######## global_mem_arbiter ########
### Cells by drive strength, global_mem_arbiter

Scale: 3 px per um.
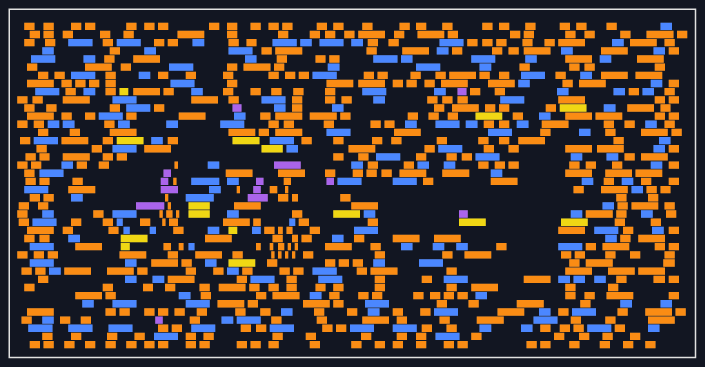

File: src/rtl/gpu_pkg.sv
// Shared types and default sizing for the gpuCore global-memory path.
package gpu_pkg;
    localparam int DEF_NUM_CORES = 4;
    localparam int DEF_ADDR_W    = 32;
    localparam int DEF_DATA_W    = 32;

    typedef enum logic [1:0] {
        Idle    = 2'd0,
        Issue   = 2'd1,
        Respond = 2'd2
    } arbState_t;
endpackage

File: src/rtl/global_mem_arbiter_rr_picker.sv
// Combinational round-robin picker: first requester strictly after lastGrant, wrapping.
module rrPicker
    import gpu_pkg::*;
#(
    parameter int NUM_CORES = DEF_NUM_CORES,
    localparam int IDX_W    = $clog2(NUM_CORES)
) (
    input  logic [NUM_CORES-1:0] req,
    input  logic [IDX_W-1:0]     lastGrant,
    output logic [IDX_W-1:0]     grantIdx,
    output logic                 grantValid
);
    logic             w_hi_valid;
    logic [IDX_W-1:0] w_hi_idx;
    logic             w_lo_valid;
    logic [IDX_W-1:0] w_lo_idx;

    // Descending scan so the lowest index in each half overwrites the others.
    always_comb begin
        w_hi_valid = 1'b0;
        w_hi_idx   = '0;
        w_lo_valid = 1'b0;
        w_lo_idx   = '0;
        for (int i = NUM_CORES - 1; i >= 0; i--) begin
            if (req[i]) begin
                if (IDX_W'(i) > lastGrant) begin
                    w_hi_valid = 1'b1;
                    w_hi_idx   = IDX_W'(i);
                end else begin
                    w_lo_valid = 1'b1;
                    w_lo_idx   = IDX_W'(i);
                end
            end
        end
        grantValid = w_hi_valid | w_lo_valid;
        grantIdx   = w_hi_valid ? w_hi_idx : w_lo_idx;
    end
endmodule

File: src/rtl/global_mem_arbiter.sv
// Round-robin arbiter of per-core global-memory strobes onto one single-beat memory port,
// one transaction outstanding at a time.
module global_mem_arbiter
    import gpu_pkg::*;
#(
    parameter int NUM_CORES = DEF_NUM_CORES,
    parameter int ADDR_W    = DEF_ADDR_W,
    parameter int DATA_W    = DEF_DATA_W
) (
    input  logic                              clk,
    input  logic                              resetN,
    input  logic [NUM_CORES-1:0]              coreRead,
    input  logic [NUM_CORES-1:0]              coreWrite,
    input  logic [NUM_CORES-1:0][ADDR_W-1:0]  coreMar,
    input  logic [NUM_CORES-1:0][DATA_W-1:0]  coreMdr,
    output logic [NUM_CORES-1:0]              coreFinishedRead,
    output logic [NUM_CORES-1:0]              coreFinishedWrite,
    output logic [DATA_W-1:0]                 coreMdrIn,
    output logic                              memReq,
    output logic                              memWe,
    output logic [ADDR_W-1:0]                 memAddr,
    output logic [DATA_W-1:0]                 memWdata,
    input  logic                              memAck,
    input  logic [DATA_W-1:0]                 memRdata,
    output logic                              busy,
    output arbState_t                         dbgState
);
    localparam int IDX_W = $clog2(NUM_CORES);

    arbState_t              r_state;
    arbState_t              w_next_state;
    logic [IDX_W-1:0]       r_grant;
    logic [IDX_W-1:0]       r_last_grant;
    logic                   r_we;
    logic [ADDR_W-1:0]      r_addr;
    logic [DATA_W-1:0]      r_wdata;
    logic [DATA_W-1:0]      r_rdata;
    logic [NUM_CORES-1:0]   w_req;
    logic [IDX_W-1:0]       w_pick_idx;
    logic                   w_pick_valid;
    logic [NUM_CORES-1:0]   w_grant_onehot;

    assign w_req = coreRead | coreWrite;

    rrPicker #(.NUM_CORES(NUM_CORES)) u_picker (
        .req        (w_req),
        .lastGrant  (r_last_grant),
        .grantIdx   (w_pick_idx),
        .grantValid (w_pick_valid)
    );

    always_ff @(posedge clk or negedge resetN) begin
        if (!resetN) begin
            r_state <= Idle;
        end else begin
            r_state <= w_next_state;
        end
    end

    always_comb begin
        w_next_state = r_state;
        case (r_state)
            Idle:    if (w_pick_valid) w_next_state = Issue;
            Issue:   if (memAck)       w_next_state = Respond;
            Respond: w_next_state = Idle;
            default: w_next_state = Idle;
        endcase
    end

    // A simultaneous read+write strobe latches as a write.
    always_ff @(posedge clk or negedge resetN) begin
        if (!resetN) begin
            r_grant      <= '0;
            r_last_grant <= IDX_W'(NUM_CORES - 1);
            r_we         <= 1'b0;
            r_addr       <= '0;
            r_wdata      <= '0;
            r_rdata      <= '0;
        end else begin
            if (r_state == Idle && w_pick_valid) begin
                r_grant <= w_pick_idx;
                r_addr  <= coreMar[w_pick_idx];
                r_wdata <= coreMdr[w_pick_idx];
                r_we    <= coreWrite[w_pick_idx];
            end
            if (r_state == Issue && memAck) begin
                r_last_grant <= r_grant;
                if (!r_we) begin
                    r_rdata <= memRdata;
                end
            end
        end
    end

    assign w_grant_onehot    = NUM_CORES'(1) << r_grant;
    assign memReq            = (r_state == Issue);
    assign memWe             = memReq & r_we;
    assign memAddr           = r_addr;
    assign memWdata          = r_wdata;
    assign coreMdrIn         = r_rdata;
    assign busy              = (r_state != Idle);
    assign dbgState          = r_state;
    assign coreFinishedRead  = (r_state == Respond && !r_we) ? w_grant_onehot : '0;
    assign coreFinishedWrite = (r_state == Respond &&  r_we) ? w_grant_onehot : '0;

    a_stray_ack: assert property (@(posedge clk) disable iff (!resetN)
        memAck |-> (r_state == Issue))
        else $warning("stray memAck ignored outside Issue");

    a_read_and_write: assert property (@(posedge clk) disable iff (!resetN)
        (r_state == Idle) |-> ((coreRead & coreWrite) == '0))
        else $warning("core raised read and write together; write serviced");
endmodule

File: config.mk
export PLATFORM = sky130hd
export DESIGN_NAME = global_mem_arbiter
export DESIGN_NICKNAME = d
export VERILOG_FILES = /design/src/rtl/gpu_pkg.sv /design/src/rtl/global_mem_arbiter_rr_picker.sv /design/src/rtl/global_mem_arbiter.sv
export SDC_FILE = /design/constraint.sdc
export NUM_CORES = 1
export LEC_CHECK = 0
export CAP_MARGIN = 30
export CELL_PAD_IN_SITES_DETAIL_PLACEMENT = 1
export CELL_PAD_IN_SITES_GLOBAL_PLACEMENT = 2
export CORE_ASPECT_RATIO = 0.5
export CORE_MARGIN = 1.5
export CORE_UTILIZATION = 22
export CTS_CLUSTER_DIAMETER = 100
export CTS_CLUSTER_SIZE = 12
export DETAILED_ROUTE_END_ITERATION = 16
export HOLD_SLACK_MARGIN = 0.08
export MAX_ROUTING_LAYER = met4
export PLACE_DENSITY_LB_ADDON = 0.12
export SYNTH_ARGS = -nofsm -noshare
export SYNTH_HDL_FRONTEND = slang
export SYNTH_HIERARCHICAL = 1
export SYNTH_SLANG_ARGS = --single-unit
File: constraint.sdc
create_clock -name clk -period 3.55 [get_ports clk]
set_clock_uncertainty 0.05 [all_clocks]
set_input_delay 0.355 -clock clk [delete_from_list [all_inputs] [get_ports clk]]
set_output_delay 0.355 -clock clk [all_outputs]
set_load 0.005 [all_outputs]
######## scl_timing_gen_flat ########
[config.mk]
export PLATFORM = sky130hd
export DESIGN_NAME = scl_timing_gen_flat
export DESIGN_NICKNAME = d
export VERILOG_FILES = /design/src/rtl/i2c_master_pkg.sv /design/src/rtl/scl_timing_gen_if.sv /design/src/rtl/i2c_scl_phase.sv /design/src/rtl/scl_timing_gen.sv /design/src/flat_wrapper.sv
export SDC_FILE = /design/constraint.sdc
export NUM_CORES = 1
export LEC_CHECK = 0
export ABC_AREA = 1
export CAP_MARGIN = 10
export CORE_MARGIN = 3
export CORE_UTILIZATION = 48
export DETAILED_ROUTE_END_ITERATION = 10
export PLACE_DENSITY = 0.85
export RECOVER_POWER = 25
export SLEW_MARGIN = 0
export SYNTH_ARGS = -nofsm -noshare
export SYNTH_HDL_FRONTEND = slang
export SYNTH_SLANG_ARGS = --single-unit
[constraint.sdc]
create_clock -name clk -period 1.6 [get_ports clk]
set_input_delay 0.4 -clock clk [delete_from_list [all_inputs] [get_ports clk]]
set_output_delay 0.4 -clock clk [all_outputs]
set_load 0.01 [all_outputs]
[src/rtl/i2c_master_pkg.sv]
// Shared I2C master definitions: SDA FSM state codes, counter widths and
// default timing parameters used by scl_timing_gen and sda_generate.
package i2c_master_pkg;

  localparam int unsigned STATE_W = 4;
  localparam int unsigned CNT_W   = 7;
  localparam logic [CNT_W-1:0] CNT_MAX = '1;

  localparam int unsigned DEF_THRESHOLD       = 2;
  localparam int unsigned DEF_ADDR_LEN        = 7;
  localparam int unsigned DEF_DATA_LEN        = 8;
  localparam int unsigned DEF_SETUP_SDA_START = 2;

  typedef enum logic [STATE_W-1:0] {
    ST_IDLE            = 4'd0,
    ST_READY           = 4'd1,
    ST_SEND_ADDRESS    = 4'd2,
    ST_WRITE_DATA      = 4'd3,
    ST_OUTPUT_DATA     = 4'd4,
    ST_CHECK_ACK       = 4'd5,
    ST_READ_DATA       = 4'd6,
    ST_STORE_DATA      = 4'd7,
    ST_CHECK_FOR_VALID = 4'd8,
    ST_SEND_ACK        = 4'd9,
    ST_SEND_NACK       = 4'd10,
    ST_STOP            = 4'd11
  } state_e;

  // States in which SCL toggles once per bit slot
  function automatic logic is_active(input logic [STATE_W-1:0] st);
    return (st >= ST_SEND_ADDRESS) && (st <= ST_SEND_NACK);
  endfunction

endpackage

[src/rtl/scl_timing_gen_if.sv]
// SDA FSM <-> SCL timing generator signal bundle. The master modport is the
// SDA FSM side; the slave modport is the timing generator.
interface scl_timing_gen_if;

  logic                                   rst_count;
  logic [i2c_master_pkg::STATE_W-1:0]     state_master;
  logic                                   scl;
  logic [i2c_master_pkg::CNT_W-1:0]       count_ctrl;
  logic                                   wait_for_sync;
  logic                                   add_sent;
  logic                                   data_sent;
  logic                                   data_received;

  modport master (
    output rst_count, state_master,
    input  scl, count_ctrl, wait_for_sync, add_sent, data_sent, data_received
  );

  modport slave (
    input  rst_count, state_master,
    output scl, count_ctrl, wait_for_sync, add_sent, data_sent, data_received
  );

endinterface

[src/rtl/i2c_scl_phase.sv]
// Bit-slot phase counter and registered SCL decode. SCL is low for the first
// THRESHOLD phases of each slot and high for the rest; Stop uses the count.
module i2c_scl_phase
  import i2c_master_pkg::*;
#(
  parameter int unsigned THRESHOLD = DEF_THRESHOLD
) (
  input  logic               clk,
  input  logic               rst_n,
  input  logic [STATE_W-1:0] state_i,
  input  logic [CNT_W-1:0]   count_nxt_i,
  output logic               scl_o
);

  localparam int unsigned PERIOD        = 2 * THRESHOLD;
  localparam int unsigned PHASE_W       = $clog2(PERIOD);
  localparam int unsigned STOP_HIGH_CNT = 2 * THRESHOLD;
  localparam logic [PHASE_W-1:0] PHASE_LAST = PHASE_W'(PERIOD - 1);
  localparam logic [PHASE_W-1:0] PHASE_HIGH = PHASE_W'(THRESHOLD);

  logic [PHASE_W-1:0] phase_q, phase_d, phase_cur;
  logic [STATE_W-1:0] prev_state_q;
  logic               scl_q, scl_d;
  logic               restart;

  // The first Send_Address cycle after Ready starts a fresh slot at phase 0
  always_comb begin
    restart   = (state_i == ST_SEND_ADDRESS) && (prev_state_q == ST_READY);
    phase_cur = restart ? '0 : phase_q;
    phase_d   = phase_q;
    scl_d     = 1'b1;
    if (is_active(state_i)) begin
      phase_d = (phase_cur == PHASE_LAST) ? '0 : phase_cur + PHASE_W'(1);
      scl_d   = (phase_cur >= PHASE_HIGH);
    end else if (state_i == ST_STOP) begin
      // Look ahead at the next count so SCL lines up with count_ctrl
      scl_d = (32'(count_nxt_i) >= STOP_HIGH_CNT);
    end else if (state_i > ST_STOP) begin
      phase_d = '0;
    end
  end

  always_ff @(posedge clk or negedge rst_n) begin
    if (!rst_n) begin
      phase_q      <= '0;
      scl_q        <= 1'b1;
      prev_state_q <= ST_IDLE;
    end else begin
      phase_q      <= phase_d;
      scl_q        <= scl_d;
      prev_state_q <= state_i;
    end
  end

  assign scl_o = scl_q;

endmodule

[src/rtl/scl_timing_gen.sv]
// SCL timing generator: bit-progress counter for the SDA FSM, one-cycle
// progress pulses, and the SCL waveform from the phase sub-module.
module scl_timing_gen
  import i2c_master_pkg::*;
#(
  parameter int unsigned THRESHOLD       = DEF_THRESHOLD,
  parameter int unsigned ADDR_LEN        = DEF_ADDR_LEN,
  parameter int unsigned DATA_LEN        = DEF_DATA_LEN,
  parameter int unsigned SETUP_SDA_START = DEF_SETUP_SDA_START
) (
  input  logic              clk,
  input  logic              rst_n,
  scl_timing_gen_if.slave   bus
);

  localparam int unsigned SLOT = 2 * THRESHOLD;
  localparam logic [CNT_W-1:0] SYNC_CNT      = CNT_W'(SETUP_SDA_START + THRESHOLD);
  localparam logic [CNT_W-1:0] ADDR_DONE_CNT = CNT_W'(ADDR_LEN * SLOT - 1);
  localparam logic [CNT_W-1:0] DATA_DONE_CNT = CNT_W'(DATA_LEN * SLOT - 1);

  logic [CNT_W-1:0] count_q, count_d;
  logic             sat_q, sat_d;
  logic             live;
  logic             scl;

  always_comb begin
    count_d = count_q;
    if (bus.rst_count) begin
      count_d = '0;
    end else if (count_q != CNT_MAX) begin
      count_d = count_q + CNT_W'(1);
    end
    // A count parked at max must not re-fire a pulse decoded at max
    sat_d = (count_q == CNT_MAX) && !bus.rst_count;
  end

  always_ff @(posedge clk or negedge rst_n) begin
    if (!rst_n) begin
      count_q <= '0;
      sat_q   <= 1'b0;
    end else begin
      count_q <= count_d;
      sat_q   <= sat_d;
    end
  end

  i2c_scl_phase #(
    .THRESHOLD (THRESHOLD)
  ) u_phase (
    .clk         (clk),
    .rst_n       (rst_n),
    .state_i     (bus.state_master),
    .count_nxt_i (count_d),
    .scl_o       (scl)
  );

  assign live = rst_n && !sat_q;

  assign bus.scl           = scl;
  assign bus.count_ctrl    = count_q;
  assign bus.wait_for_sync = live && (bus.state_master == ST_READY)
                                  && (count_q == SYNC_CNT);
  assign bus.add_sent      = live && (bus.state_master == ST_SEND_ADDRESS)
                                  && (count_q == ADDR_DONE_CNT);
  assign bus.data_sent     = live && (bus.state_master == ST_OUTPUT_DATA)
                                  && (count_q == DATA_DONE_CNT);
  assign bus.data_received = live && (bus.state_master == ST_STORE_DATA)
                                  && (count_q == DATA_DONE_CNT);

endmodule

[src/flat_wrapper.sv]
// flat-port wrapper written by rule: the top's interface ports become plain ports
module scl_timing_gen_flat import i2c_master_pkg::*;
#(
  parameter int unsigned THRESHOLD       = DEF_THRESHOLD,
  parameter int unsigned ADDR_LEN        = DEF_ADDR_LEN,
  parameter int unsigned DATA_LEN        = DEF_DATA_LEN,
  parameter int unsigned SETUP_SDA_START = DEF_SETUP_SDA_START
)
  (clk, rst_n, bus_rst_count, bus_state_master, bus_scl, bus_count_ctrl, bus_wait_for_sync, bus_add_sent, bus_data_sent, bus_data_received);
  scl_timing_gen_if bus_i ();
  input  logic clk;
  input  logic rst_n;
  input wire logic [$bits(bus_i.rst_count)-1:0] bus_rst_count;
  input wire logic [$bits(bus_i.state_master)-1:0] bus_state_master;
  output wire logic [$bits(bus_i.scl)-1:0] bus_scl;
  output wire logic [$bits(bus_i.count_ctrl)-1:0] bus_count_ctrl;
  output wire logic [$bits(bus_i.wait_for_sync)-1:0] bus_wait_for_sync;
  output wire logic [$bits(bus_i.add_sent)-1:0] bus_add_sent;
  output wire logic [$bits(bus_i.data_sent)-1:0] bus_data_sent;
  output wire logic [$bits(bus_i.data_received)-1:0] bus_data_received;
  assign bus_i.rst_count = bus_rst_count;
  assign bus_i.state_master = bus_state_master;
  assign bus_scl = bus_i.scl;
  assign bus_count_ctrl = bus_i.count_ctrl;
  assign bus_wait_for_sync = bus_i.wait_for_sync;
  assign bus_add_sent = bus_i.add_sent;
  assign bus_data_sent = bus_i.data_sent;
  assign bus_data_received = bus_i.data_received;
  scl_timing_gen #(.THRESHOLD(THRESHOLD), .ADDR_LEN(ADDR_LEN), .DATA_LEN(DATA_LEN), .SETUP_SDA_START(SETUP_SDA_START)) u_core (.clk(clk), .rst_n(rst_n), .bus(bus_i));
endmodule
######## mul_div_unit ########
===== src/rtl/mul_div_unit_pkg.sv =====
// Shared definitions for the iterative multiply/divide unit:
// operation encodings, FSM states and the default operand width.
package mul_div_unit_pkg;

    localparam int LEN_WORD = 32;

    typedef enum logic [1:0] {
        OP_MULT  = 2'b00,
        OP_MULTU = 2'b01,
        OP_DIV   = 2'b10,
        OP_DIVU  = 2'b11
    } mdu_op_e;

    typedef enum logic [1:0] {
        S_IDLE = 2'd0,
        S_CALC = 2'd1,
        S_FIX  = 2'd2
    } mdu_state_e;

    function automatic logic op_is_signed(input logic [1:0] op);
        return (op == OP_MULT) || (op == OP_DIV);
    endfunction

    function automatic logic op_is_div(input logic [1:0] op);
        return (op == OP_DIV) || (op == OP_DIVU);
    endfunction

endpackage


===== src/rtl/mul_div_unit_addsub.sv =====
// Combinational W-bit adder/subtractor shared by the multiply-add and
// divide-subtract steps; o_carry set on subtract means i_a >= i_b.
module mdu_addsub #(
    parameter int W = 33
) (
    input  logic [W-1:0] i_a,
    input  logic [W-1:0] i_b,
    input  logic         i_sub,
    output logic [W-1:0] o_sum,
    output logic         o_carry
);

    logic [W-1:0] w_b;

    assign w_b = i_sub ? ~i_b : i_b;
    assign {o_carry, o_sum} = {1'b0, i_a} + {1'b0, w_b} + {{W{1'b0}}, i_sub};

endmodule


===== src/rtl/mul_div_unit.sv =====
// Iterative MULT/MULTU/DIV/DIVU unit owning the HI/LO registers.
// One bit per CALC cycle on magnitudes; sign fix-up happens in FIX.
//
// state  | meaning
// S_IDLE | waiting for i_start; MTHI/MTLO writes accepted
// S_CALC | LEN shift-add / shift-subtract iterations
// S_FIX  | sign correction, HI/LO write, done pulse next cycle
module mul_div_unit
    import mul_div_unit_pkg::*;
#(
    parameter int LEN = LEN_WORD
) (
    input  logic           i_clk,
    input  logic           i_reset,
    input  logic           i_start,
    input  logic [1:0]     i_op,
    input  logic [LEN-1:0] i_num_1,
    input  logic [LEN-1:0] i_num_2,
    input  logic           i_hi_we,
    input  logic           i_lo_we,
    input  logic [LEN-1:0] i_wr_data,
    output logic           o_busy,
    output logic           o_done,
    output logic [LEN-1:0] o_hi,
    output logic [LEN-1:0] o_lo
);

    localparam int CW = $clog2(LEN) + 1;
    localparam logic [CW-1:0] LAST_ITER = CW'(LEN - 1);

    mdu_state_e       r_state;
    mdu_state_e       w_next;
    logic             r_is_div;
    logic             r_neg_res;
    logic             r_neg_rem;
    logic             r_div0;
    logic [LEN-1:0]   r_a;
    logic [LEN-1:0]   r_b;
    logic [2*LEN-1:0] r_acc;
    logic [CW-1:0]    r_cnt;
    logic [LEN-1:0]   r_hi;
    logic [LEN-1:0]   r_lo;
    logic             r_done;

    logic             w_signed;
    logic             w_div;
    logic [LEN-1:0]   w_abs_1;
    logic [LEN-1:0]   w_abs_2;
    logic [LEN-1:0]   w_acc_hi;
    logic [LEN:0]     w_as_a;
    logic [LEN:0]     w_as_b;
    logic             w_as_sub;
    logic [LEN:0]     w_sum;
    logic             w_carry;
    logic [2*LEN-1:0] w_acc_nxt;
    logic [2*LEN-1:0] w_prod;
    logic [LEN-1:0]   w_quo;
    logic [LEN-1:0]   w_rem;

    assign w_signed = op_is_signed(i_op);
    assign w_div    = op_is_div(i_op);
    assign w_abs_1  = (w_signed && i_num_1[LEN-1]) ? -i_num_1 : i_num_1;
    assign w_abs_2  = (w_signed && i_num_2[LEN-1]) ? -i_num_2 : i_num_2;
    assign w_acc_hi = r_acc[2*LEN-1:LEN];

    // Divide walks dividend bits out of r_a; multiply walks multiplier bits out of r_b.
    always_comb begin
        w_as_a    = {1'b0, w_acc_hi};
        w_as_b    = r_b[0] ? {1'b0, r_a} : '0;
        w_as_sub  = 1'b0;
        w_acc_nxt = '0;
        if (r_is_div) begin
            w_as_a    = {w_acc_hi, r_a[LEN-1]};
            w_as_b    = {1'b0, r_b};
            w_as_sub  = 1'b1;
            w_acc_nxt = {(w_carry ? w_sum[LEN-1:0] : w_as_a[LEN-1:0]),
                         r_acc[LEN-2:0], w_carry};
        end else begin
            w_acc_nxt = {w_sum, r_acc[LEN-1:1]};
        end
    end

    mdu_addsub #(.W(LEN + 1)) u_addsub (
        .i_a     (w_as_a),
        .i_b     (w_as_b),
        .i_sub   (w_as_sub),
        .o_sum   (w_sum),
        .o_carry (w_carry)
    );

    // Divide by zero leaves the all-ones quotient unsigned.
    assign w_prod = r_neg_res ? -r_acc : r_acc;
    assign w_quo  = (r_neg_res && !r_div0) ? -r_acc[LEN-1:0] : r_acc[LEN-1:0];
    assign w_rem  = r_neg_rem ? -w_acc_hi : w_acc_hi;

    always_ff @(posedge i_clk or posedge i_reset) begin
        if (i_reset) begin
            r_state <= S_IDLE;
        end else begin
            r_state <= w_next;
        end
    end

    always_comb begin
        w_next = r_state;
        case (r_state)
            S_IDLE:  if (i_start) w_next = S_CALC;
            S_CALC:  if (r_cnt == LAST_ITER) w_next = S_FIX;
            S_FIX:   w_next = S_IDLE;
            default: w_next = S_IDLE;
        endcase
    end

    always_ff @(posedge i_clk or posedge i_reset) begin
        if (i_reset) begin
            r_is_div  <= 1'b0;
            r_neg_res <= 1'b0;
            r_neg_rem <= 1'b0;
            r_div0    <= 1'b0;
            r_a       <= '0;
            r_b       <= '0;
            r_acc     <= '0;
            r_cnt     <= '0;
            r_hi      <= '0;
            r_lo      <= '0;
            r_done    <= 1'b0;
        end else begin
            r_done <= 1'b0;
            case (r_state)
                S_IDLE: begin
                    if (i_hi_we) r_hi <= i_wr_data;
                    if (i_lo_we) r_lo <= i_wr_data;
                    if (i_start) begin
                        r_is_div  <= w_div;
                        r_neg_res <= w_signed & (i_num_1[LEN-1] ^ i_num_2[LEN-1]);
                        r_neg_rem <= w_signed & w_div & i_num_1[LEN-1];
                        r_div0    <= w_div & (i_num_2 == '0);
                        r_a       <= w_abs_1;
                        r_b       <= w_abs_2;
                        r_acc     <= '0;
                        r_cnt     <= '0;
                    end
                end
                S_CALC: begin
                    r_acc <= w_acc_nxt;
                    r_cnt <= r_cnt + CW'(1);
                    if (r_is_div) r_a <= r_a << 1;
                    else          r_b <= r_b >> 1;
                end
                S_FIX: begin
                    if (r_is_div) begin
                        r_hi <= w_rem;
                        r_lo <= w_quo;
                    end else begin
                        r_hi <= w_prod[2*LEN-1:LEN];
                        r_lo <= w_prod[LEN-1:0];
                    end
                    r_done <= 1'b1;
                end
                default: ;
            endcase
        end
    end

    assign o_busy = (r_state != S_IDLE);
    assign o_done = r_done;
    assign o_hi   = r_hi;
    assign o_lo   = r_lo;

endmodule


===== config.mk =====
export PLATFORM = sky130hd
export DESIGN_NAME = mul_div_unit
export DESIGN_NICKNAME = d
export VERILOG_FILES = /design/src/rtl/mul_div_unit_pkg.sv /design/src/rtl/mul_div_unit_addsub.sv /design/src/rtl/mul_div_unit.sv
export SDC_FILE = /design/constraint.sdc
export NUM_CORES = 1
export LEC_CHECK = 0
export CAP_MARGIN = 20
export CORE_MARGIN = 2
export CORE_UTILIZATION = 50
export CTS_CLUSTER_SIZE = 40
export DETAILED_ROUTE_END_ITERATION = 10
export PLACE_DENSITY = 0.72
export SYNTH_ARGS = -nofsm -noshare
export SYNTH_HDL_FRONTEND = slang
export SYNTH_SLANG_ARGS = --single-unit

===== constraint.sdc =====
create_clock -name i_clk -period 16 [get_ports i_clk]
set_clock_uncertainty 0.05 [all_clocks]
set_input_delay 2.4 -clock i_clk [delete_from_list [all_inputs] [get_ports i_clk]]
set_output_delay 2.4 -clock i_clk [all_outputs]
set_load 0.02 [all_outputs]

######## ram_dp_param ########
`src/rtl/ram_rtl_pkg.sv`:
```
// ram_rtl_pkg: default sizes, clear-FSM states and the read-pipeline record for ram_dp_param.
package ram_rtl_pkg;
  localparam int DEF_DATA_WIDTH = 32;
  localparam int DEF_DEPTH = 16;
  typedef enum logic [1:0] {IDLE, CLEAR, DONE} clr_state_e;
  typedef struct packed {
    logic valid;
    logic err;
    logic [DEF_DATA_WIDTH-1:0] data;
  } rd_pipe_t;
endpackage

```
`src/rtl/ram_rd_pipe.sv`:
```
// ram_rd_pipe: RD_LAT-deep read-result pipeline; each stage keeps its data while idle so the output holds.
module ram_rd_pipe import ram_rtl_pkg::*; #(
  parameter int RD_LAT = 1,
  parameter type pipe_t = rd_pipe_t
) (
  input  logic  clock,
  input  logic  resetn,
  input  pipe_t d,
  output pipe_t q
);
  pipe_t s [RD_LAT];
  pipe_t src [RD_LAT];
  always_comb begin
    src[0] = d;
    for (int i = 1; i < RD_LAT; i++) src[i] = s[i-1];
  end
  always_ff @(posedge clock or negedge resetn)
    if (!resetn) for (int i = 0; i < RD_LAT; i++) s[i] <= '0;
    else for (int i = 0; i < RD_LAT; i++) begin
      s[i].valid <= src[i].valid;
      s[i].err <= src[i].err;
      if (src[i].valid) s[i].data <= src[i].data;
    end
  assign q = s[RD_LAT-1];
endmodule

```
`src/rtl/ram_dp_param.sv`:
```
// ram_dp_param: parametrised simple-dual-port RAM with byte enables, pipelined reads and a clear engine.
// Define RAM_BYPASS_EN for write-through on a same-address read/write; otherwise reads are read-first.
module ram_dp_param import ram_rtl_pkg::*; #(
  parameter int DATA_WIDTH = DEF_DATA_WIDTH,
  parameter int DEPTH = DEF_DEPTH,
  parameter int ADDR_WIDTH = $clog2(DEPTH),
  parameter int RD_LAT = 1
) (
  input  logic                    clock,
  input  logic                    resetn,
  input  logic                    wr_en,
  input  logic [ADDR_WIDTH-1:0]   wr_addr,
  input  logic [DATA_WIDTH-1:0]   wr_data,
  input  logic [DATA_WIDTH/8-1:0] wr_be,
  input  logic                    rd_en,
  input  logic [ADDR_WIDTH-1:0]   rd_addr,
  output logic [DATA_WIDTH-1:0]   rd_data,
  output logic                    rd_valid,
  output logic                    rd_err,
  input  logic                    clr_req,
  output logic                    busy,
  output logic                    clr_done
);
  localparam int NB = DATA_WIDTH / 8;
  localparam int IW = DEPTH > 1 ? $clog2(DEPTH) : 1;
  localparam logic [ADDR_WIDTH:0] LIM = (ADDR_WIDTH+1)'(DEPTH);
  localparam logic [ADDR_WIDTH-1:0] LAST = ADDR_WIDTH'(DEPTH - 1);
  // Same record as rd_pipe_t, sized to this instance's data width.
  typedef struct packed {
    logic valid;
    logic err;
    logic [DATA_WIDTH-1:0] data;
  } pipe_t;
  logic [DATA_WIDTH-1:0] mem [DEPTH];
  clr_state_e state;
  logic [ADDR_WIDTH-1:0] cnt;
  logic start, wr_in, rd_in, wr_ok, rd_ok;
  logic [DATA_WIDTH-1:0] wr_word, rd_word;
  pipe_t rd_d, rd_q;
  assign busy = state == CLEAR;
  assign clr_done = state == DONE;
  assign start = state == IDLE && clr_req;
  assign wr_in = {1'b0, wr_addr} < LIM;
  assign rd_in = {1'b0, rd_addr} < LIM;
  assign wr_ok = wr_en && !busy && !start && wr_in;
  assign rd_ok = rd_en && !busy && !start;
  always_comb begin
    wr_word = wr_in ? mem[wr_addr[IW-1:0]] : '0;
    for (int i = 0; i < NB; i++) if (wr_be[i]) wr_word[8*i +: 8] = wr_data[8*i +: 8];
  end
  always_comb begin
    rd_word = rd_in ? mem[rd_addr[IW-1:0]] : '0;
`ifdef RAM_BYPASS_EN
    if (wr_ok && wr_addr == rd_addr) rd_word = wr_word;
`endif
  end
  always_ff @(posedge clock or negedge resetn)
    if (!resetn) begin
      state <= IDLE;
      cnt <= '0;
    end else begin
      state <= start ? CLEAR : busy ? (cnt == LAST ? DONE : CLEAR) : clr_done ? IDLE : state;
      cnt <= busy ? cnt + 1'b1 : '0;
    end
  always_ff @(posedge clock)
    if (busy) mem[cnt[IW-1:0]] <= '0;
    else if (wr_ok) mem[wr_addr[IW-1:0]] <= wr_word;
  assign rd_d = '{valid: rd_ok, err: rd_ok && !rd_in, data: rd_word};
  ram_rd_pipe #(.RD_LAT(RD_LAT), .pipe_t(pipe_t)) u_rd_pipe (
    .clock (clock),
    .resetn(resetn),
    .d     (rd_d),
    .q     (rd_q)
  );
  assign rd_data = rd_q.data;
  assign rd_valid = rd_q.valid;
  assign rd_err = rd_q.err;
endmodule

```
`config.mk`:
```
export PLATFORM = sky130hd
export DESIGN_NAME = ram_dp_param
export DESIGN_NICKNAME = d
export VERILOG_FILES = /design/src/rtl/ram_rtl_pkg.sv /design/src/rtl/ram_rd_pipe.sv /design/src/rtl/ram_dp_param.sv
export SDC_FILE = /design/constraint.sdc
export NUM_CORES = 1
export LEC_CHECK = 0
export ABC_CLOCK_PERIOD_IN_PS = 2520
export CORE_MARGIN = 5
export CORE_UTILIZATION = 57
export DETAILED_ROUTE_END_ITERATION = 10
export DONT_BUFFER_PORTS = 1
export PLACE_DENSITY = 0.75
export SYNTH_ARGS = -nofsm -noshare
export SYNTH_HDL_FRONTEND = slang
export SYNTH_SLANG_ARGS = --single-unit
```
`constraint.sdc`:
```
create_clock -name clock -period 2.52 [get_ports clock]
set_input_delay 0.504 -clock clock [delete_from_list [all_inputs] [get_ports clock]]
set_output_delay 0.504 -clock clock [all_outputs]
set_load 0.01 [all_outputs]
```

==> screenshots <==
Where the registers sit.
Plate I
Scale: 2 px per um. Other sequential cells in the stronger gray, the rest of the logic in the fainter gray.
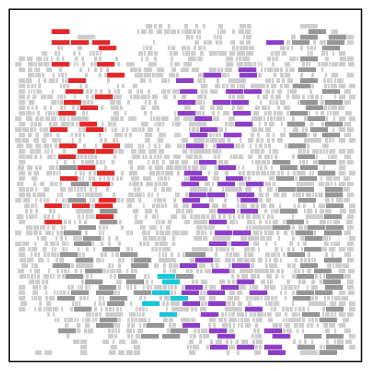
Plate II
Scale: 2 px per um. Other sequential cells in the stronger gray, the rest of the logic in the fainter gray.
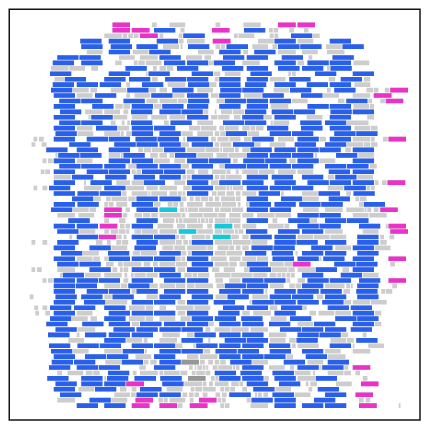
Plate III
Scale: 2 px per um. Other sequential cells in the stronger gray, the rest of the logic in the fainter gray.
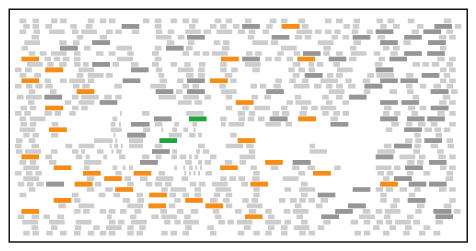
Plate IV
Scale: 8 px per um. Other sequential cells in the stronger gray, the rest of the logic in the fainter gray.
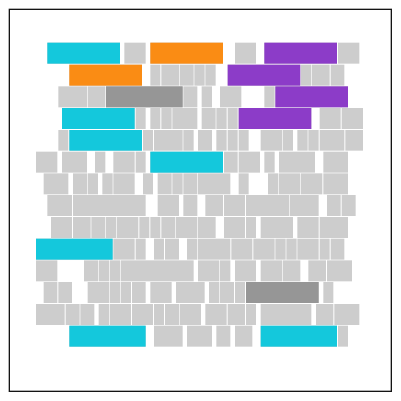
- fewest sequential cells: Plate IV
- largest die: Plate II
scl_timing_gen_flat is Plate IV.
mul_div_unit is Plate I.
global_mem_arbiter is Plate III.
ram_dp_param is Plate II.

### Cells by drive strength, ram_dp_param

Scale: 2 px per um.
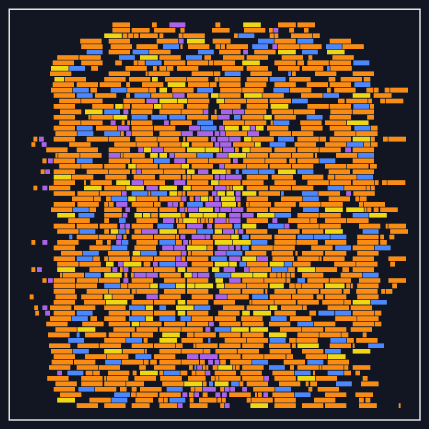
Key: drive 3 to 4 = purple [cells 143, share 12%]; drive 2 = blue [cells 147, share 12%]; drive 1 or less = orange [cells 798, share 65%]; drive 6 and up = yellow [cells 134, share 11%]

==> results.yml, ram_dp_param <==
# flow metrics
pwr:
  clk-power_mw: 7.78
  power_frac_comb_pct: 20.1
  seqPwrFrac_pct: 48.9
  p_comb_mw: 5.02
  switching_share_pct: 27.15
synth:
  synthAdderAreaFrac_pct: 0.2318
  synth.distinct_cells: 36
  aoi_share_pct: 2.336
  synth_nets: 1088
  top_area_share_pct: 71.22
  largest_area_cell: "edfxtp_1"
  synth_cells: 1035
  ys.flop_type: "edfxtp_1"
  async_reset_ff_share_pct: 7.078
  top_cells_by_area: "edfxtp_1 (71%), mux4_2 (13%), dfrtp_1 (4.5%), mux2i_1 (3.2%), nor3_1 (1.5%)"
  ys_cells: 1035
final_timing:
  finalSetupTns_ns: -3.829
  grt_setup_unrepaired: "yes"
  worst_slack_ns: -0.05275
  period_used_pct: 102.1
  finalClockSkew_ns: 0.02664
  finalSetupViolCount: 158
hold_path:
  min_to: "state[0]"
  hp-class: "in2reg"
  whs_path_depth: 2
  min_from: "clr_req"
critical_path:
  critPathKind: "reg2reg"
  end_kind: "flop"
  path_cells: "inv_2, ha_4, a21boi_4, nor3b_4, buf_12, buf_6, mux2_4, buf_12, nor3_4, buf_6"
  regToRegStartpoint: "state[0]"
  slowest_delay_ns: 0.38
  startpoint_type: "flop"
  crit_cells: 10
floorplanning:
  dieWidth_um: 204.6
  rows: 71
  core-area_sq_um: 37490
  fp_util_pct: 57.59
global_routing:
  antenna_found_initial: 3
  grt_pass1_vias: 11377
  top_usage_layer: "met2"
  met1_usage_pct: 31.44
  grt_max_degree: 132
  grt_usage_pct: 23.27
  use_met2_pct: 39.45
clocking:
  post-cts-setup-buffer-count: 13
  cts-root-buf: "clkbuf_16"
  cts_resized: 89
  clock_path_buffers: 3
  holdBufCountCts: 2
  cts.sinks: 551
run_status:
  status: "finished with violations"
  violations: "setup timing"
detailed_routing:
  vias: 10845
  drc: 0
  viasPerCell: 6.258
  m1WireLength_um: 18190
final_layout:
  drive_above_1_share_pct: 34.70
  n_antenna_cell: 0
  fin_cells: 1733
  nets: 1231
  largest_register_ffs: 512
job:
  openroad.warnings: 36
-- ram_dp_param: area by class of cell --
cell class / count / area [sq um]
Clock buffer: 67 / 1409
Sequential cell: 551 / 16350
Inverter: 3 / 11.26
Tap cell: 511 / 639.4
Fill cell: 2235 / 11600
Timing Repair Buffer: 153 / 1629
Multi-Input combinational cell: 417 / 5562
Clock inverter: 31 / 289.0
-- ram_dp_param: stage by stage --
step,area [sq um],utilization [%],hold slack (ns)
floorplan,21720,-,0.2084
global placement,23150,61.76,0.2103
detailed placement,23150,61.76,0.2102
CTS,25500,68.01,0.2164
global route,25890,69.06,0.3029
finish,25890,69.06,0.2468
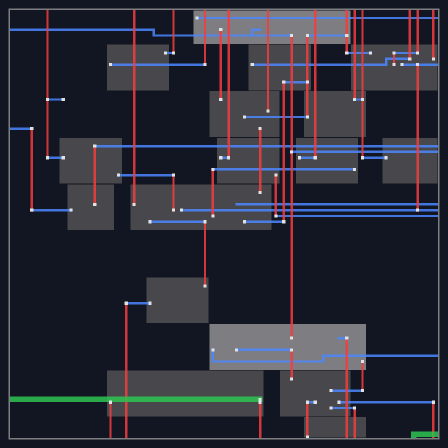
*A small window of the routed layout, global_mem_arbiter*
Window x 102 to 127, y 45 to 70 um. Cells in gray, sequential cells in the stronger gray; small squares are vias.
Key: met2 = red; met1 = blue; met3 = green
Sequential cells in the window: 2. Most frequent: clkdlybuf4s50_1 (8). 16 logic cells have their middle in the window. Netlist names of flops here include memAddr (2).

## Picture notes: 'Cells by drive strength' of global_mem_arbiter
Key: drive 6 and up = yellow [cells 15, share 2.0%]; drive 2 = blue [cells 172, share 23%]; drive 1 or less = orange [cells 540, share 73%]; drive 3 to 4 = purple [cells 13, share 1.8%]

==> results.yml, global_mem_arbiter <==
# flow metrics
synth:
  aoi_share_pct: 0.8520
  synth_cells: 334
  async_reset_ff_share_pct: 100.0
  largest_area_cell: "dfrtp_1"
  ys_sh_xor_pct: 0
  synth_area_sq_um: 5580
  ys_area_sq_um: 5580
  ys_ff: 103
critical_path:
  path_buffers: 2
  reg2reg_to: "memAddr[29]"
  regToRegStartpoint: "r_last_grant[1]"
  cp.required_ns: 3.74
  r2r_cells: 5
  crit_fanout: 39
  cpLargestDelayFamily: "multiplexers"
  crit_end: "memAddr[29]"
global_routing:
  grt_overflow_total: 0
  grt_max_degree: 59
  grt_usage_pct: 17.26
  antenna_found_initial: 0
  use_met2_pct: 30.85
floorplanning:
  dieWidth_um: 228.2
  die_area_sq_um: 26390
detailed_routing:
  top_layer: "met4"
  ant_nets: 0
  drc: 0
  routed-wl-met2_um: 12170
  drt-initial-drc-count: 121
  wl_per_cell_um: 20.72
final_timing:
  final_hold_viol_count: 0
  min_period_ns: 2.569
  max_slew_margin_pct: 53.13
  worst_slew_pin_slew_ns: 0.7031
  slew_violations: 0
  finalSetupTns_ns: 0
final_layout:
  clkbuf_count: 9
  nets: 1035
  lay_top_count: "clkdlybuf4s50_1"
  inv_count: 4
  nonClkBufAreaFrac_pct: 40.41
  fillers: 2567
  fin_util_pct: 42.35
  n_all_buffers: 416
clocking:
  tritoncts: "done"
  cts-root-buf: "clkbuf_16"
  clock_path_buffers: 2
  cts.sinks: 103
  h-tree-depth: 3
  clkLatencyLatePin_ns: 0.36
run_status:
  status: "finished, final reports clean"
pwr:
  power_frac_comb_pct: 58.6
  peakVddDrop_mv: 0.4183
  p_comb_mw: 4.46
  power_density_nw_per_um2: 735.9
  clk-power_uw: 986
  seq-power_mw: 2.17
placement:
  preCtsSetupSlack_ns: 0.5729
hold_path:
  hp-class: "reg2reg"
  whs_path_depth: 1
[global_mem_arbiter: worst register-to-register path: stages, from the launching register on]
cell	delay (ns)
dfstp_2	0.60
mux2i_1	0.14
o221ai_4	0.26
buf_12	0.35
mux4_2	0.57
mux2_2	0.28
[global_mem_arbiter: registers in the layout, indices dropped and copies added, names as in the netlist]
register and cells:
coreMdrIn 32, memAddr 32, memWdata 32, dbgState 2
r_grant 2, r_last_grant 2, r_we 1
[global_mem_arbiter: repair_timing]
action / 4_1_cts / 5_1_grt
setup buffers: 0 / 0
endpoints found under the hold margin: 43 / 0
hold buffers: 1 / 0
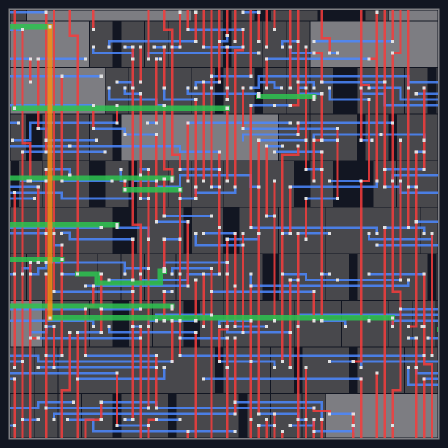
*A small window of the routed layout, scl_timing_gen_flat*
Window x 11 to 36, y 11 to 36 um. Cells in gray, sequential cells in the stronger gray; small squares are vias.
Key: met2 = red; met1 = blue; met3 = green; met4 = orange
Netlist names of flops here include u_core.bus.count_ctrl (3). 82 logic cells have their middle in the window. Most frequent: nand2_1 (17), buf_4 (16), inv_1 (8). Sequential cells in the window: 5.

==> results.yml, scl_timing_gen_flat <==
# flow metrics
final_layout:
  clock_area_share_pct: 2.064
  nets: 172
  fin_cells: 178
  inv_count: 20
  clkbuf_count: 3
  largest_register_ffs: 7
  seq_share_pct: 28.52
  flop_area_sq_um: 380.4
final_timing:
  timing.hold.ws_ns: 0.4151
  slew_violations: 0
  finalSetupViolCount: 4
  worst_slack_ns: -0.3485
  min_period_ns: 1.949
  final_hold_viol_count: 0
  max_slew_margin_pct: 41.21
global_routing:
  top_usage_layer: "met2"
  antenna_found_initial: 0
  grt_overflow_total: 0
synth:
  synth.logic.top_family: "simple AND/OR/NAND/NOR gates"
  ys.flop_type: "dfrtp_1"
  synth.distinct_cells: 25
  synth_nets: 117
  ys_ff: 15
  top_cells_by_area: "dfrtp_1 (42%), nand2_1 (11%), inv_1 (7.7%), nand3_1 (5.4%), nor2_1 (4.5%)"
  yosys_warnings: 0
pwr:
  peakVddDrop_mv: 0.7344
  maxPowerGroup: "registers"
  p_total_uw: 868.0
  power_frac_comb_pct: 23.3
detailed_routing:
  wl_per_cell_um: 15.19
  ant_nets: 0
  vias: 952
critical_path:
  critPathArrivalTime_ns: 1.55
  cp.required_ns: 1.20
  path_buffers: 2
clocking:
  clkTransAtPathRegs_ns: 0.11
  cts_buffers: 3
  cts-root-buf: "clkbuf_4"
placement:
  port_buffers: 18
run_status:
  status: "finished with violations"
  violations: "setup timing"
==> scl_timing_gen_flat: path summary, 6_finish.rpt <==
path	endpoint	cells past startpoint	slack (ns)	from
worst max-delay path	bus_wait_for_sync	5	-0.35	u_core.bus.count_ctrl[0]
min in group clk	u_core.u_phase.prev_state_q[1]	2	0.54	bus_state_master[1]
worst max register to register	u_core.u_phase.scl_o	10	0.08	u_core.bus.count_ctrl[0]
worst min register to register	u_core.u_phase.scl_o	2	0.60	u_core.u_phase.phase_q[1]
max in group asynchronous	u_core.bus.count_ctrl[0]	2	0.59	rst_n
worst min-delay path	u_core.sat_q	2	0.42	rst_n
### Congestion heat map, mul_div_unit

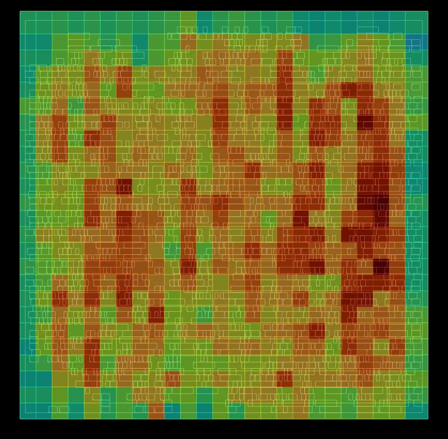
Most Used Layer, Global Route: met2
Layout Utilization: 59.80%
GRT met2 Usage: 48.28%

==> results.yml, mul_div_unit <==
# flow metrics
pwr:
  switching_share_pct: 48.27
clocking:
  cts_resized: 0
  tritoncts: "done"
  clkLatencyLatePin_ns: 0.52
synth:
  yosys_warnings: 0
  ys.flop_type: "dfrtp_1"
  yosysMostFrequentCell: "o21ai_0"
critical_path:
  cpLargestDelayFamily: "AND-OR/OR-AND gates"
  startpoint_type: "flop"
  cp.required_ns: 16.35
  crit_end: "r_acc[36]"
  reg2reg_to: "r_acc[36]"
hold_path:
  hp-class: "reg2reg"
final_timing:
  worst_slew_pin_slew_ns: 1.123
  final_hold_viol_count: 0
  max_freq_ghz: 0.1777
  finalSetupTns_ns: 0
final_layout:
  area_growth_pct: 17.20
  comb_area_sq_um: 8951
run_status:
  status: "finished, final reports clean"
mul_div_unit: per-stage QoR:
step | utilization (%) | power [mW] | worst slack, ns | std cells
after floorplan | - | 2.414 | 7.954 | 1848
after global placement | 57.26 | 2.985 | 10.32 | 2281
after detailed placement | 57.26 | 3.024 | 10.26 | 2281
after CTS | 59.63 | 3.523 | 10.20 | 2319
after global routing | 59.80 | 3.812 | 10.07 | 2322
final | 59.80 | 3.554 | 10.37 | 2322

######## cic_dec_sched ########
File: src/rtl/cic_dec_sched.sv
// Sequencer for a time-shared CIC decimator: derives the sample strobe, per-channel
// integrator slots and the comb strobe, and hides the filter's warm-up outputs.
module cic_dec_sched #(
  parameter int SYS_CLK_FREQ = 6400000,
  parameter int MIXING_FREQ  = 320000,
  parameter int SAMPLE_RATE  = 800,
  parameter int NCH          = 2,
  parameter int WARMUP       = 2,
  parameter int CHW          = 1
) (
  input  logic           clk,
  input  logic           rst,
  input  logic           start,
  input  logic           stop,
  output logic           busy,
  output logic           clr,
  output logic           samp_en,
  output logic           ch_en,
  output logic [CHW-1:0] ch_sel,
  output logic           dec_stb,
  output logic           out_valid,
  output logic [15:0]    dec_idx
);

  localparam int SAMPLE_DIV = SYS_CLK_FREQ / MIXING_FREQ;
  localparam int DEC        = MIXING_FREQ / SAMPLE_RATE;
  localparam int PW         = (SAMPLE_DIV > 1) ? $clog2(SAMPLE_DIV) : 1;
  localparam int SW         = (DEC > 1) ? $clog2(DEC) : 1;
  localparam int WW         = (WARMUP > 0) ? $clog2(WARMUP + 1) : 1;

  localparam logic [PW-1:0] PHASE_LAST = PW'(SAMPLE_DIV - 1);
  localparam logic [SW-1:0] SAMP_LAST  = SW'(DEC - 1);
  localparam logic [PW-1:0] NCH_P      = PW'(NCH);
  localparam logic [WW-1:0] WARM_LAST  = WW'(WARMUP - 1);

  if (SAMPLE_DIV < NCH + 1) begin : g_bad_div
    $fatal(1, "cic_dec_sched: SAMPLE_DIV must be at least NCH+1");
  end
  if (DEC < 1) begin : g_bad_dec
    $fatal(1, "cic_dec_sched: DEC must be at least 1");
  end
  if ((SYS_CLK_FREQ % MIXING_FREQ) != 0 || (MIXING_FREQ % SAMPLE_RATE) != 0) begin : g_bad_ratio
    $fatal(1, "cic_dec_sched: frequency ratios must be integers");
  end
  if ((1 << CHW) < NCH) begin : g_bad_chw
    $fatal(1, "cic_dec_sched: CHW too narrow for NCH");
  end

  typedef enum logic [2:0] {S_IDLE, S_CLEAR, S_WARMUP, S_RUN, S_STOPPING} state_t;

  state_t        state_reg, state_next;
  logic [PW-1:0] phase_reg;
  logic [SW-1:0] samp_reg;
  logic [WW-1:0] warm_reg;
  logic [15:0]   dec_idx_reg;
  logic          active, phase_last;

  assign active     = (state_reg == S_WARMUP) || (state_reg == S_RUN) || (state_reg == S_STOPPING);
  assign phase_last = (phase_reg == PHASE_LAST);
  assign dec_idx    = dec_idx_reg;

  always_ff @(posedge clk) begin
    if (rst) state_reg <= S_IDLE;
    else     state_reg <= state_next;
  end

  always_comb begin
    state_next = state_reg;
    busy       = (state_reg != S_IDLE);
    clr        = (state_reg == S_CLEAR);
    samp_en    = active && phase_last;
    ch_en      = active && (phase_reg < NCH_P);
    ch_sel     = ch_en ? CHW'(phase_reg) : '0;
    dec_stb    = active && phase_last && (samp_reg == SAMP_LAST);
    out_valid  = dec_stb && ((state_reg == S_RUN) || (state_reg == S_STOPPING));
    case (state_reg)
      S_IDLE:     if (start && !stop) state_next = S_CLEAR;
      S_CLEAR:    state_next = (WARMUP == 0) ? S_RUN : S_WARMUP;
      // An abort during warm-up takes precedence over the strobe that would finish it.
      S_WARMUP: begin
        if (stop)                                 state_next = S_IDLE;
        else if (dec_stb && warm_reg == WARM_LAST) state_next = S_RUN;
      end
      S_RUN:      if (stop) state_next = S_STOPPING;
      S_STOPPING: if (dec_stb) state_next = S_IDLE;
      default:    state_next = S_IDLE;
    endcase
  end

  always_ff @(posedge clk) begin
    if (rst) begin
      phase_reg   <= '0;
      samp_reg    <= '0;
      warm_reg    <= '0;
      dec_idx_reg <= '0;
    end else begin
      if (active && state_next != S_IDLE) begin
        phase_reg <= phase_last ? '0 : phase_reg + 1'b1;
        if (phase_last) samp_reg <= (samp_reg == SAMP_LAST) ? '0 : samp_reg + 1'b1;
        if (state_reg == S_WARMUP && dec_stb) warm_reg <= warm_reg + 1'b1;
      end else begin
        phase_reg <= '0;
        samp_reg  <= '0;
        warm_reg  <= '0;
      end
      if (state_reg == S_CLEAR) dec_idx_reg <= '0;
      else if (out_valid)       dec_idx_reg <= dec_idx_reg + 1'b1;
    end
  end

endmodule
File: config.mk
export PLATFORM = sky130hd
export DESIGN_NAME = cic_dec_sched
export DESIGN_NICKNAME = d
export VERILOG_FILES = /design/src/rtl/cic_dec_sched.sv
export SDC_FILE = /design/constraint.sdc
export NUM_CORES = 1
export LEC_CHECK = 0
export ABC_AREA = 0
export CORE_MARGIN = 5
export CORE_UTILIZATION = 58
export CTS_BUF_LIST = sky130_fd_sc_hd__clkbuf_8 sky130_fd_sc_hd__clkbuf_16
export CTS_CLUSTER_SIZE = 30
export DETAILED_ROUTE_END_ITERATION = 8
export PLACE_DENSITY_LB_ADDON = 0.1
export SYNTH_ARGS = -nofsm -noshare
export SYNTH_HDL_FRONTEND = slang
export SYNTH_SLANG_ARGS = --single-unit
File: constraint.sdc
create_clock -name clk -period 5.65 [get_ports clk]
set_clock_uncertainty 0.05 [all_clocks]
set_input_delay 0.8475 -clock clk [delete_from_list [all_inputs] [get_ports clk]]
set_output_delay 0.8475 -clock clk [all_outputs]
set_load 0.05 [all_outputs]
==> results.yml <==
# flow metrics
floorplanning:
  core-area_sq_um: 3053
  die_h_um: 66.30
detailed_routing:
  drc: 0
  ant_nets: 0
  vias: 1703
  drt-initial-drc-count: 154
placement:
  dp.cells: 269
  port_buffers: 26
  place_area_sq_um: 2093
final_layout:
  final_cell_mix: "dfxtp_1 (35), clkdlybuf4s50_1 (26), a21oi_1 (25), nor2_1 (20)"
  n_antenna_cell: 0
  fin_cells: 277
  largest_register_ffs: 16
  drive_above_1_share_pct: 7.725
pwr:
  p_int_uw: 338.4
  seqPwrFrac_pct: 56.9
  p_comb_uw: 21.8
  switching_share_pct: 23.09
  switching_power_uw: 101.6
global_routing:
  top_usage_layer: "met2"
  antenna_found_initial: 0
  use_met2_pct: 33.58
  met1_usage_pct: 23.10
  grt_overflow_total: 0
synth:
  ys_sh_mux_pct: 0
  synth_cells: 211
  top_cells_by_area: "dfxtp_1 (38%), a21oi_1 (6.8%), o31ai_1 (5.7%), or4_1 (5.7%), nor2_1 (4.1%)"
  synth_nets: 219
  synthAdderAreaFrac_pct: 2.723
  ys.flop_type: "dfxtp_1"
  top_area_share_pct: 38.12
  synth_area_sq_um: 1838
final_timing:
  finalSetupTns_ns: 0
  timing.hold.ws_ns: 0.4286
  worst_slew_pin_slew_ns: 0.8261
  grt_setup_unrepaired: "no"
  max_freq_ghz: 0.2679
  period_used_pct: 66.07
  worst_slack_ns: 1.917
critical_path:
  critPathArrivalTime_ns: 2.84
  cpLargestDelayFamily: "simple AND/OR/NAND/NOR gates"
  reg2reg_to: "dec_idx[11]"
  end_kind: "primary output"
  crit_cells: 5
  r2r_cells: 5
  startpoint_type: "flop"
clocking:
  cts-root-buf: "clkbuf_8"
  cts_buffers: 5
  holdBufCountCts: 0
  post-cts-setup-buffer-count: 0
hold_path:
  min_from: "samp_reg[1]"
  hp-class: "reg2reg"
job:
  drv_cap: 0
run_status:
  status: "finished, final reports clean"
[worst register-to-register path: stages (launching register included)]
cell	delay (ns)
dfxtp_1	0.37
ha_1	0.26
and4bb_2	0.42
nand4_4	0.44
or4_1	0.65
a21oi_1	0.17
[area by class of cell]
cell class | instances | area (sq um) | area share [%]
multi-input combinational | 158 | 1055 | 48.50
sequential | 35 | 700.7 | 32.22
clock buffer | 5 | 68.82 | 3.165
tap | 44 | 55.05 | 2.532
inverter | 6 | 22.52 | 1.036
clock inverter | 3 | 12.51 | 0.5754
timing repair buffer | 26 | 260.3 | 11.97
### A small window of the routed layout, cic_dec_sched

Window x 21 to 46, y 21 to 46 um. Cells in gray, sequential cells in the stronger gray; small squares are vias.
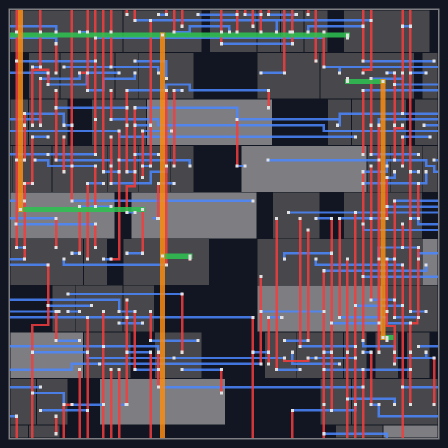
Key: met4 = orange; met3 = green; met1 = blue; met2 = red
54 logic cells have their middle in the window. Most frequent: nor2_1 (8), dfxtp_1 (7). Netlist names of flops here include dec_idx (3), samp_reg (3). Sequential cells in the window: 7.

### Congestion heat map, cic_dec_sched

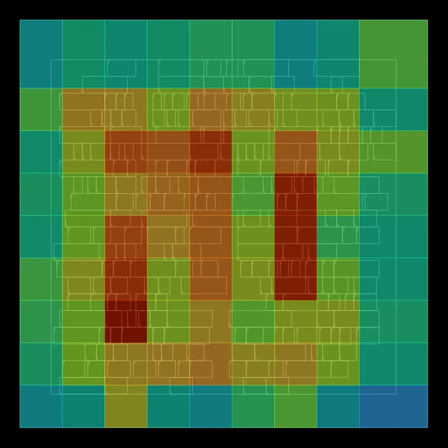
drt wl/cell: 14.85 um
met3 Use GR: 6.122%



==> layout pictures side by side <==
Metal 2.
panel A
Scale: 2 px per um.
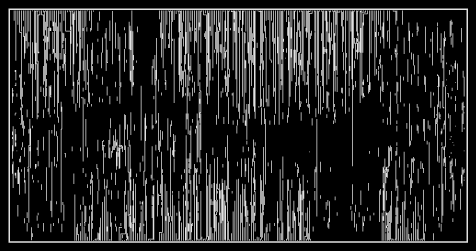
panel B
Scale: 2 px per um.
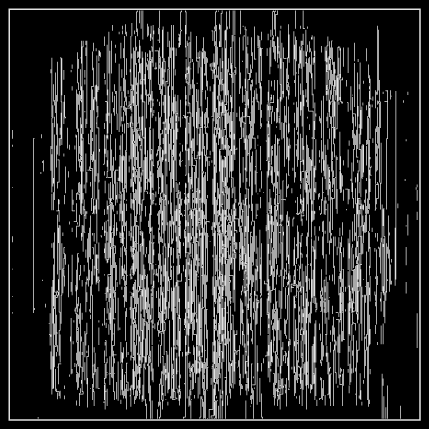
panel C
Scale: 6 px per um.
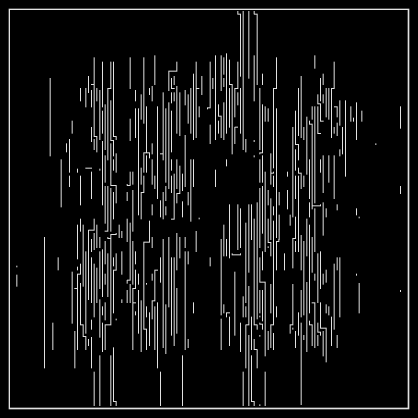
panel D
Scale: 8 px per um.
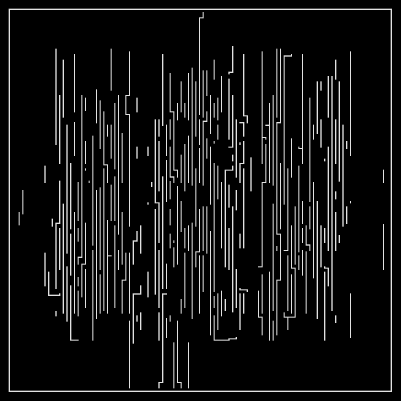
panel E
Scale: 2 px per um.
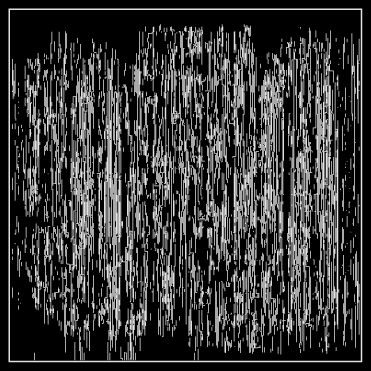
Panel C comes from cic_dec_sched.
Panel A comes from global_mem_arbiter.
Panel D comes from scl_timing_gen_flat.
Panel B comes from ram_dp_param.
Panel E comes from mul_div_unit.

Key to panel A:
994 nets have wire on it. The wires run mostly vertical.

Power and IR drop assume default switching activity.
